# mem_access_stage

==> mem_access_stage/m3.png <==
Bar = 50 um.
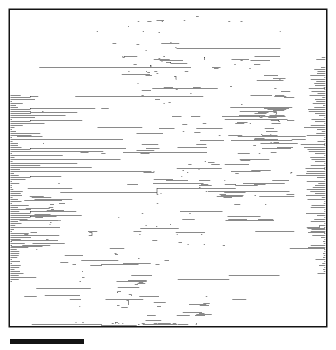

--- src/rtl/mem_access_stage.sv ---
// mem_access_stage: memory-access stage driving a valid/ok data bus.
// Define MEM_MISALIGN_CHECK_EN to trap unaligned accesses instead of aligning them.
module mem_access_stage #(
   parameter int XLEN   = 64,
   parameter int ADDR_W = 64
) (
   input  logic              clk,
   input  logic              reset,
   input  logic              valid_i,
   input  logic [4:0]        dst_i,
   input  logic              regwrite_i,
   input  logic [XLEN-1:0]   wdata_i,
   input  logic              memread_i,
   input  logic              memwrite_i,
   input  logic [1:0]        msize_i,
   input  logic              unsigned_i,
   input  logic [XLEN-1:0]   sdata_i,
   input  logic              flush_i,
   output logic              dreq_valid,
   output logic [ADDR_W-1:0] dreq_addr,
   output logic [2:0]        dreq_size,
   output logic [XLEN/8-1:0] dreq_strobe,
   output logic [XLEN-1:0]   dreq_data,
   input  logic              dresp_ok,
   input  logic [XLEN-1:0]   dresp_data,
   output logic              stall_o,
   output logic              valid_o,
   output logic [4:0]        dst_o,
   output logic              regwrite_o,
   output logic [XLEN-1:0]   wdata_o,
   output logic              misalign_o
);
   localparam int STRB_W = XLEN / 8;
   localparam int OFF_W  = $clog2(STRB_W);

   localparam logic [1:0] IDLE  = 2'd0;
   localparam logic [1:0] BUSY  = 2'd1;
   localparam logic [1:0] DRAIN = 2'd2;

   logic [1:0] state, state_nx;

   logic [ADDR_W-1:0] l_addr;
   logic [2:0]        l_size;
   logic [STRB_W-1:0] l_strobe;
   logic [XLEN-1:0]   l_data;
   logic [4:0]        l_dst;
   logic              l_rw, l_load, l_uns;
   logic [XLEN-1:0]   l_wdata;
   logic [1:0]        l_esz;
   logic [OFF_W-1:0]  l_off;

   logic [1:0]        esz;
   logic [2:0]        low_m;
   logic [ADDR_W-1:0] addr_raw, addr_c;
   logic [OFF_W-1:0]  off;
   logic [STRB_W-1:0] lane_m, strobe;
   logic [XLEN-1:0]   rep, sdata_a;
   logic              mem_op, mis, go, trap, idle;

   always_comb begin
      // XLEN=32 has no doubleword; msize 3 behaves as a word
      esz = (XLEN == 32 && msize_i == 2'd3) ? 2'd2 : msize_i;
      unique case (esz)
         2'd0:    low_m = 3'b000;
         2'd1:    low_m = 3'b001;
         2'd2:    low_m = 3'b011;
         default: low_m = 3'b111;
      endcase
      addr_raw = ADDR_W'(wdata_i);
      mem_op = memread_i | memwrite_i;
`ifdef MEM_MISALIGN_CHECK_EN
      mis    = mem_op & (|(addr_raw[2:0] & low_m));
      addr_c = addr_raw;
`else
      mis    = 1'b0;
      addr_c = addr_raw & ~ADDR_W'(low_m);
`endif
      off    = addr_c[OFF_W-1:0];
      lane_m = ~({STRB_W{1'b1}} << (1 << esz));
      strobe = memwrite_i ? (lane_m << off) : '0;
      unique case (esz)
         2'd0:    rep = {STRB_W{sdata_i[7:0]}};
         2'd1:    rep = {(STRB_W/2){sdata_i[15:0]}};
         2'd2:    rep = {(STRB_W/4){sdata_i[31:0]}};
         default: rep = sdata_i;
      endcase
      sdata_a = rep << {off, 3'b000};
      go   = valid_i & ~flush_i & mem_op & ~mis;
      trap = valid_i & ~flush_i & mis;
      idle = state == IDLE;
   end

   always_comb begin
      dreq_valid  = ~reset & (idle ? go : 1'b1);
      dreq_addr   = idle ? addr_c : l_addr;
      dreq_size   = idle ? {1'b0, msize_i} : l_size;
      dreq_strobe = idle ? strobe : l_strobe;
      dreq_data   = idle ? sdata_a : l_data;
      stall_o     = dreq_valid & ~dresp_ok;
   end

   logic              a_uns;
   logic [1:0]        a_esz;
   logic [OFF_W-1:0]  a_off;
   logic [XLEN-1:0]   sh, ld_mask, ld_res;

   always_comb begin
      a_uns = idle ? unsigned_i : l_uns;
      a_esz = idle ? esz : l_esz;
      a_off = idle ? off : l_off;
      sh      = dresp_data >> {a_off, 3'b000};
      ld_mask = {XLEN{1'b1}} >> (XLEN - (8 << a_esz));
      ld_res  = sh & ld_mask;
      if (!a_uns && sh[(8 << a_esz) - 1])
         ld_res = ld_res | ~ld_mask;
   end

   logic              done;
   logic [4:0]        nx_dst;
   logic              nx_rw;
   logic [XLEN-1:0]   nx_wdata;

   always_comb begin
      state_nx = state;
      done     = 1'b0;
      nx_dst   = dst_i;
      nx_rw    = regwrite_i;
      nx_wdata = wdata_i;
      unique case (state)
         IDLE: begin
            if (go && !dresp_ok)
               state_nx = BUSY;
            if (valid_i && !flush_i) begin
               if (!mem_op) begin
                  done = 1'b1;
               end else if (trap) begin
                  done  = 1'b1;
                  nx_rw = 1'b0;
               end else if (dresp_ok) begin
                  done = 1'b1;
                  if (memread_i)
                     nx_wdata = ld_res;
               end
            end
         end
         BUSY: begin
            nx_dst   = l_dst;
            nx_rw    = l_rw;
            nx_wdata = l_load ? ld_res : l_wdata;
            if (dresp_ok) begin
               state_nx = IDLE;
               done     = ~flush_i;
            end else if (flush_i) begin
               state_nx = DRAIN;
            end
         end
         DRAIN: begin
            if (dresp_ok)
               state_nx = IDLE;
         end
         default: state_nx = IDLE;
      endcase
   end

   always_ff @(posedge clk or posedge reset) begin
      if (reset) begin
         state      <= IDLE;
         l_addr     <= '0;
         l_size     <= '0;
         l_strobe   <= '0;
         l_data     <= '0;
         l_dst      <= '0;
         l_rw       <= 1'b0;
         l_load     <= 1'b0;
         l_uns      <= 1'b0;
         l_wdata    <= '0;
         l_esz      <= '0;
         l_off      <= '0;
         valid_o    <= 1'b0;
         dst_o      <= '0;
         regwrite_o <= 1'b0;
         wdata_o    <= '0;
      end else begin
         state <= state_nx;
         if (idle && go) begin
            l_addr   <= addr_c;
            l_size   <= {1'b0, msize_i};
            l_strobe <= strobe;
            l_data   <= sdata_a;
            l_dst    <= dst_i;
            l_rw     <= regwrite_i;
            l_load   <= memread_i;
            l_uns    <= unsigned_i;
            l_wdata  <= wdata_i;
            l_esz    <= esz;
            l_off    <= off;
         end
         valid_o <= done;
         if (done) begin
            dst_o      <= nx_dst;
            regwrite_o <= nx_rw;
            wdata_o    <= nx_wdata;
         end
      end
   end

`ifdef MEM_MISALIGN_CHECK_EN
   always_ff @(posedge clk or posedge reset) begin
      if (reset)
         misalign_o <= 1'b0;
      else if (done)
         misalign_o <= idle & trap;
   end
`else
   assign misalign_o = 1'b0;
`endif

endmodule

--- config.mk ---
export PLATFORM = sky130hd
export DESIGN_NAME = mem_access_stage
export DESIGN_NICKNAME = d
export VERILOG_FILES = /design/src/rtl/mem_access_stage.sv
export SDC_FILE = /design/constraint.sdc
export NUM_CORES = 1
export LEC_CHECK = 0
export ABC_AREA = 1
export CAP_MARGIN = 20
export CELL_PAD_IN_SITES_DETAIL_PLACEMENT = 1
export CELL_PAD_IN_SITES_GLOBAL_PLACEMENT = 1
export CORE_MARGIN = 2
export CORE_UTILIZATION = 34
export DETAILED_ROUTE_END_ITERATION = 10
export PLACE_DENSITY = 0.87
export SYNTH_ARGS = -nofsm -noshare
export SYNTH_HDL_FRONTEND = slang
export SYNTH_SLANG_ARGS = --single-unit
--- constraint.sdc ---
create_clock -name clk -period 8.7 [get_ports clk]
set_clock_uncertainty 0.2 [all_clocks]
set_input_delay 1.74 -clock clk [delete_from_list [all_inputs] [get_ports clk]]
set_output_delay 1.74 -clock clk [all_outputs]
set_load 0.005 [all_outputs]
# uart_tx_stage

File: config.mk
export PLATFORM = sky130hd
export DESIGN_NAME = uart_tx_stage
export DESIGN_NICKNAME = d
export VERILOG_FILES = /design/src/rtl/uart_tx_stage.sv
export SDC_FILE = /design/constraint.sdc
export NUM_CORES = 1
export LEC_CHECK = 0
export ABC_AREA = 1
export CORE_MARGIN = 4
export CORE_UTILIZATION = 40
export CTS_BUF_LIST = sky130_fd_sc_hd__clkbuf_2 sky130_fd_sc_hd__clkbuf_4 sky130_fd_sc_hd__clkbuf_8
export CTS_CLUSTER_DIAMETER = 80
export DETAILED_ROUTE_END_ITERATION = 10
export PLACE_DENSITY_LB_ADDON = 0.2
export SYNTH_ARGS = -nofsm -noshare
export SYNTH_HDL_FRONTEND = slang
export SYNTH_SLANG_ARGS = --single-unit
File: constraint.sdc
create_clock -name clk -period 1.9 [get_ports clk]
set_input_delay 0.285 -clock clk [delete_from_list [all_inputs] [get_ports clk]]
set_output_delay 0.285 -clock clk [all_outputs]
set_load 0.1 [all_outputs]
File: src/rtl/uart_tx_stage.sv
// 8N1 UART transmitter fed by a valid/ready byte handshake; idle-high serial line.
// Define UART_TX_PARITY_EN to insert an even-parity bit (8E1 frame).
module uart_tx_stage #(
    parameter int CLKS_PER_BIT = 16
) (
    input  logic       clk,
    input  logic       rst_n,
    input  logic       ena,
    input  logic [7:0] tx_data,
    input  logic       tx_valid,
    output logic       tx_ready,
    output logic       tx,
    output logic       busy,
    output logic       frame_done
);

    localparam int DIV_W = $clog2(CLKS_PER_BIT);
    localparam logic [DIV_W-1:0] DIV_MAX = DIV_W'(CLKS_PER_BIT - 1);

`ifdef UART_TX_PARITY_EN
    typedef enum logic [2:0] {IDLE, START, DATA, PARITY, STOP} state_t;
`else
    typedef enum logic [2:0] {IDLE, START, DATA, STOP} state_t;
`endif

    state_t           state_q, state_d;
    logic [DIV_W-1:0] div_q, div_d;
    logic [2:0]       bit_q, bit_d;
    logic [7:0]       shift_q, shift_d;
    logic             bit_end;
`ifdef UART_TX_PARITY_EN
    logic             par_q, par_d;
`endif

    // Handshake: a byte moves on any rising edge where tx_valid and tx_ready
    // are both high; tx_valid may be held indefinitely while tx_ready is low.
    assign tx_ready   = (state_q == IDLE) & ena;
    assign busy       = (state_q != IDLE);
    assign bit_end    = (div_q == DIV_MAX);
    assign frame_done = (state_q == STOP) & bit_end;

    always_ff @(posedge clk or negedge rst_n) begin
        if (!rst_n) begin
            state_q <= IDLE;
            div_q   <= '0;
            bit_q   <= '0;
            shift_q <= '0;
`ifdef UART_TX_PARITY_EN
            par_q   <= 1'b0;
`endif
        end else begin
            state_q <= state_d;
            div_q   <= div_d;
            bit_q   <= bit_d;
            shift_q <= shift_d;
`ifdef UART_TX_PARITY_EN
            par_q   <= par_d;
`endif
        end
    end

    always_comb begin
        state_d = state_q;
        div_d   = div_q;
        bit_d   = bit_q;
        shift_d = shift_q;
`ifdef UART_TX_PARITY_EN
        par_d   = par_q;
`endif
        // The divider free-runs in every non-idle state and wraps at each bit boundary.
        if (state_q != IDLE) begin
            div_d = bit_end ? '0 : div_q + DIV_W'(1);
        end
        case (state_q)
            IDLE: begin
                if (tx_valid && tx_ready) begin
                    state_d = START;
                    div_d   = '0;
                    shift_d = tx_data;
`ifdef UART_TX_PARITY_EN
                    par_d   = ^tx_data;
`endif
                end
            end
            START: begin
                if (bit_end) state_d = DATA;
            end
            DATA: begin
                if (bit_end) begin
                    shift_d = {1'b0, shift_q[7:1]};
                    bit_d   = bit_q + 3'd1;
                    if (bit_q == 3'd7) begin
`ifdef UART_TX_PARITY_EN
                        state_d = PARITY;
`else
                        state_d = STOP;
`endif
                    end
                end
            end
`ifdef UART_TX_PARITY_EN
            PARITY: begin
                if (bit_end) state_d = STOP;
            end
`endif
            STOP: begin
                if (bit_end) state_d = IDLE;
            end
            default: state_d = IDLE;
        endcase
    end

    always_comb begin
        tx = 1'b1;
        case (state_q)
            IDLE:   tx = 1'b1;
            START:  tx = 1'b0;
            DATA:   tx = shift_q[0];
`ifdef UART_TX_PARITY_EN
            PARITY: tx = par_q;
`endif
            STOP:   tx = 1'b1;
            default: tx = 1'b1;
        endcase
    end

endmodule
==> uart_tx_stage/m2.png <==
Cells faint in the background.
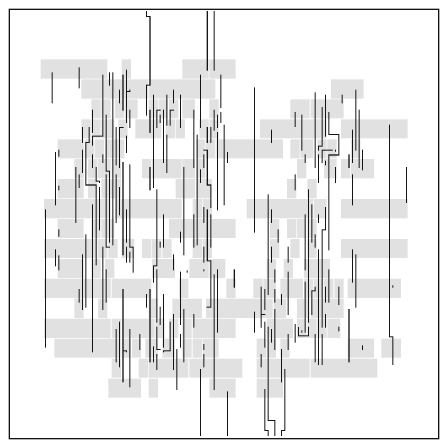
share of all routed wire: 48%
nets with wire on the layer: 132
wire length on this layer: 1010 um
longest straight run: 28.9 um
main direction: vertical
M2 GR Usage: 0.247
via count of the routed design: 872
routed wire length: 2.11 mm

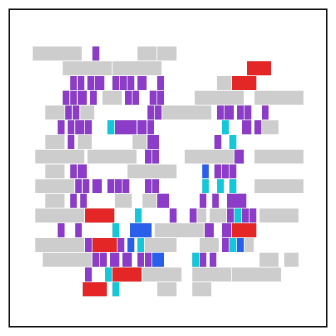
(uart_tx_stage/gates.png)
| colour | family | cells | most used |
|---|---|---|---|
| purple | nand cells | 82 | nand2_1 |
| blue | nor cells | 5 | nor2_1 |
| red | fa/ha/maj cells | 7 | ha_1 |
| cyan | inv cells | 14 | inv_1 |
most numerous logic cell after layout: nand2_1
fraction of area in multi-input gates: 0.409
final cell count without fillers: 180

==> run_results.csv, uart_tx_stage <==
group,metric,value,unit
setup_path,cpMaxStageDelayCell,"dfrtp_1",
synthesis,synth-main-ff-cell,"dfrtp_1",
final_timing,setup_viol,0,
floorplan,fp.coreArea,2320,um^2
power_and_ir_drop,seqPwrFrac,0.280,
floorplan,die_area,3410,um^2
layout,final_cell_mix,"nand2_1 (64), dfrtp_1 (17), inv_1 (14), nand3_1 (14), clkdlybuf4s50_1 (11)",
clock_network,cts_sinks,17,
setup_path,crit_start,"state_q[0]",
synthesis,common_cells,"nand2_1 (64), dfrtp_1 (17), inv_1 (14), nand3_1 (14), ha_1 (7)",
clock_network,cts_resized,0,
power_and_ir_drop,p_per_area,1760,nW/um^2
layout,n_clock_buffer,4,
global_routing,grt_max_degree,18,
layout,final-clk-cell-share,0.0237,
job,maxCapViolCount,0,
global_routing,grt_remaining_overflow,0,
floorplan,die_w,58.4,um
final_timing,grt_setup_unrepaired,"true",
outcome,status,"finished clean",
synthesis,synth_top_area_share,0.419,
synthesis,ys_async_sr_fraction,1.00,
floorplan,ios,16,
clock_network,clk_path_buf_depth,2,
clock_network,cts_tree,"built",
global_routing,antenna_found_initial,0,
setup_path,crit_chain,"inv_1, ha_2, nand2_1, o21ai_2, buf_12",
clock_network,hold_buffers,0,
synthesis,synth-xor-area-share,0.0173,
global_routing,grt_use_total,0.147,
floorplan,taps,28,
synthesis,synthTopLogicFamily,"simple AND/OR/NAND/NOR gates",
layout,stdcell_area,1270,um^2
-- uart_tx_stage: per-layer routing --
| layer | vias up | share of wire | wire length [um] | global-route usage |
|---|---|---|---|---|
| met4 | 0 | 0.022 | 46 | 0.0596 |
| li1 | 449 | - | - | - |
| met1 | 400 | 0.45 | 942 | 0.171 |
| met2 | 17 | 0.48 | 1010 | 0.247 |
| met3 | 6 | 0.050 | 105 | 0.0482 |
| met5 | - | 0 | 0 | 0 |
-- uart_tx_stage: registers in the layout (all words and copies together) (netlist names) --
register	flops
shift_q	8
div_q	4
bit_q	3
state_q	2
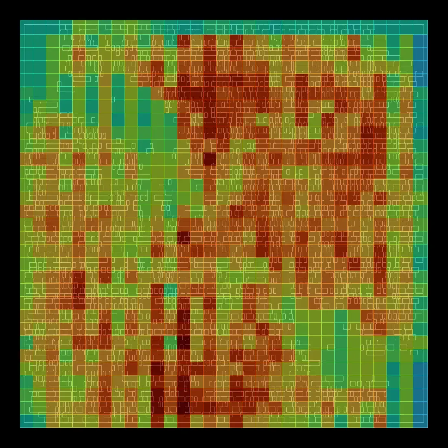
(mem_access_stage/congestion_map.png)
M1 GR Usage: 0.385
GR peak layer: met2

Notes on mem_access_stage/m3.png above:
share of all routed wire: 7.0%
longest straight run: 103 um
wire length on this layer: 5110 um
nets with wire on the layer: 360
main direction: horizontal
via count of the routed design: 18000
global routing usage on met3: 0.0634
routed wire length: 73.1 mm

==> run_results.csv, mem_access_stage <==
group,metric,value,unit
outcome,status,"finished clean",
layout,reg.largest.list,"l_addr (64), l_data (64), wdata_o (64)",
place,placed_area,19500,um^2
synthesis,ys_seq_frac,0.368,
synthesis,area_leaders,"dfrtp_1 (37%), nand2_1 (18%), o21ai_0 (11%)",
synthesis,ys_async_sr_fraction,1.00,
setup_path,cpMaxStageDelayCell,"clkinv_1",
clock_network,clkTransAtPathRegs,0.06,ns
final_timing,max_freq,140,MHz
clock_network,cts_sinks,222,
job,warnings,32,
power_and_ir_drop,p_per_area,396,nW/um^2
layout,layout.nets,2828,
floorplan,die_w,215,um
job,maxCapViolCount,0,
place,portBuffers,418,
layout,drive_above_1_share,0.0466,
setup_path,criticalPathCategory,"in -> out",
power_and_ir_drop,p_leak,9.12,nW
synthesis,yosys_warnings,0,
floorplan,fp_util,0.343,
layout,seq_share,0.271,
layout,synthToLayoutAreaGrowth,36.0,%
final_timing,finalClockPeriodUsage,0.822,
setup_path,rrSetupSlack,3.42,ns
place,dp_cells,3180,
setup_path,r2r_start,"state[1]",
setup_path,cp_num_buf_inv,5,
setup_path,cp_slowest_stage_delay,0.77,ns
synthesis,edf_count,0,
clock_network,htreeDepth,1,
global_routing,grt_pass1_wl,111,mm
setup_path,cp.arrival,5.21,ns
layout,signal_buffers,441,
setup_path,timing.critical_path.mode_cell,"nand2_1",
final_timing,holdWs,0.286,ns
synthesis,yosysChipArea,15100,um^2
clock_network,numCtsBuffers,28,
worst_hold_path,hp-start,"wdata_o[21]",
final_timing,finalHoldViolations,0,
synthesis,syn_inst,2316,
clock_network,post-cts-setup-buffers,0,
synthesis,synth_top_area_share,0.368,
worst_hold_path,hold_class,"reg -> reg",
synthesis,synth-seq-cells,222,
synthesis,syn_avg_cell_area,6.51,um^2
synthesis,aoi_share,0.249,
power_and_ir_drop,power,8.13,mW
routing,dr_wl_met2,34.7,mm
-- mem_access_stage: worst max path at each step --
stage | start | to | slack (ns)
floorplan | reset | dst_o[0] | 0.68
global placement | msize_i[1] | dreq_data[54] | 1.73
detailed placement | msize_i[1] | dreq_data[53] | 1.60
CTS | msize_i[1] | dreq_data[53] | 1.56
global route | msize_i[1] | dreq_data[55] | 1.24
finish | msize_i[1] | dreq_data[53] | 1.55
-- mem_access_stage: report_power, final --
group          internal (mW)  leakage [nW]  switching [mW]
clock network          0.719         0.449           0.497
registers               1.51          2.76           0.258
logic                   1.93          5.91            3.21

## Gallery

Where the registers sit.
(a)
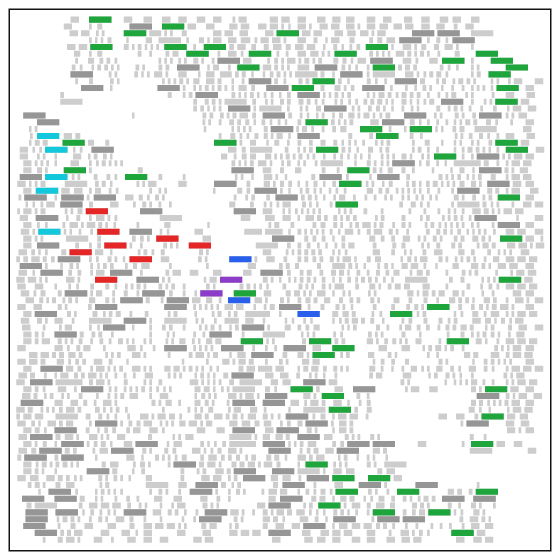
(b)
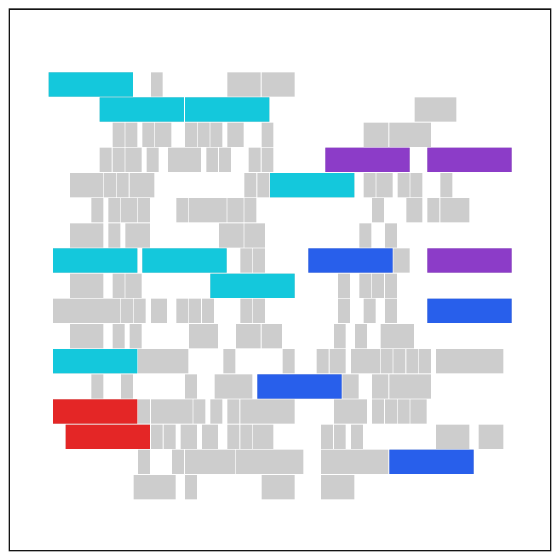
The one with the most sequential cells is (a).
- uart_tx_stage = (b)
- mem_access_stage = (a)

Key to (a):
| colour | signal | flops |
|---|---|---|
| red | l_strobe | 8 |
| green | wdata_o | 64 |
| blue | l_wdata | 3 |
| cyan | dst_o | 5 |
| purple | l_esz | 2 |


No activity file was given, so power comes from the tool's default toggle rates.
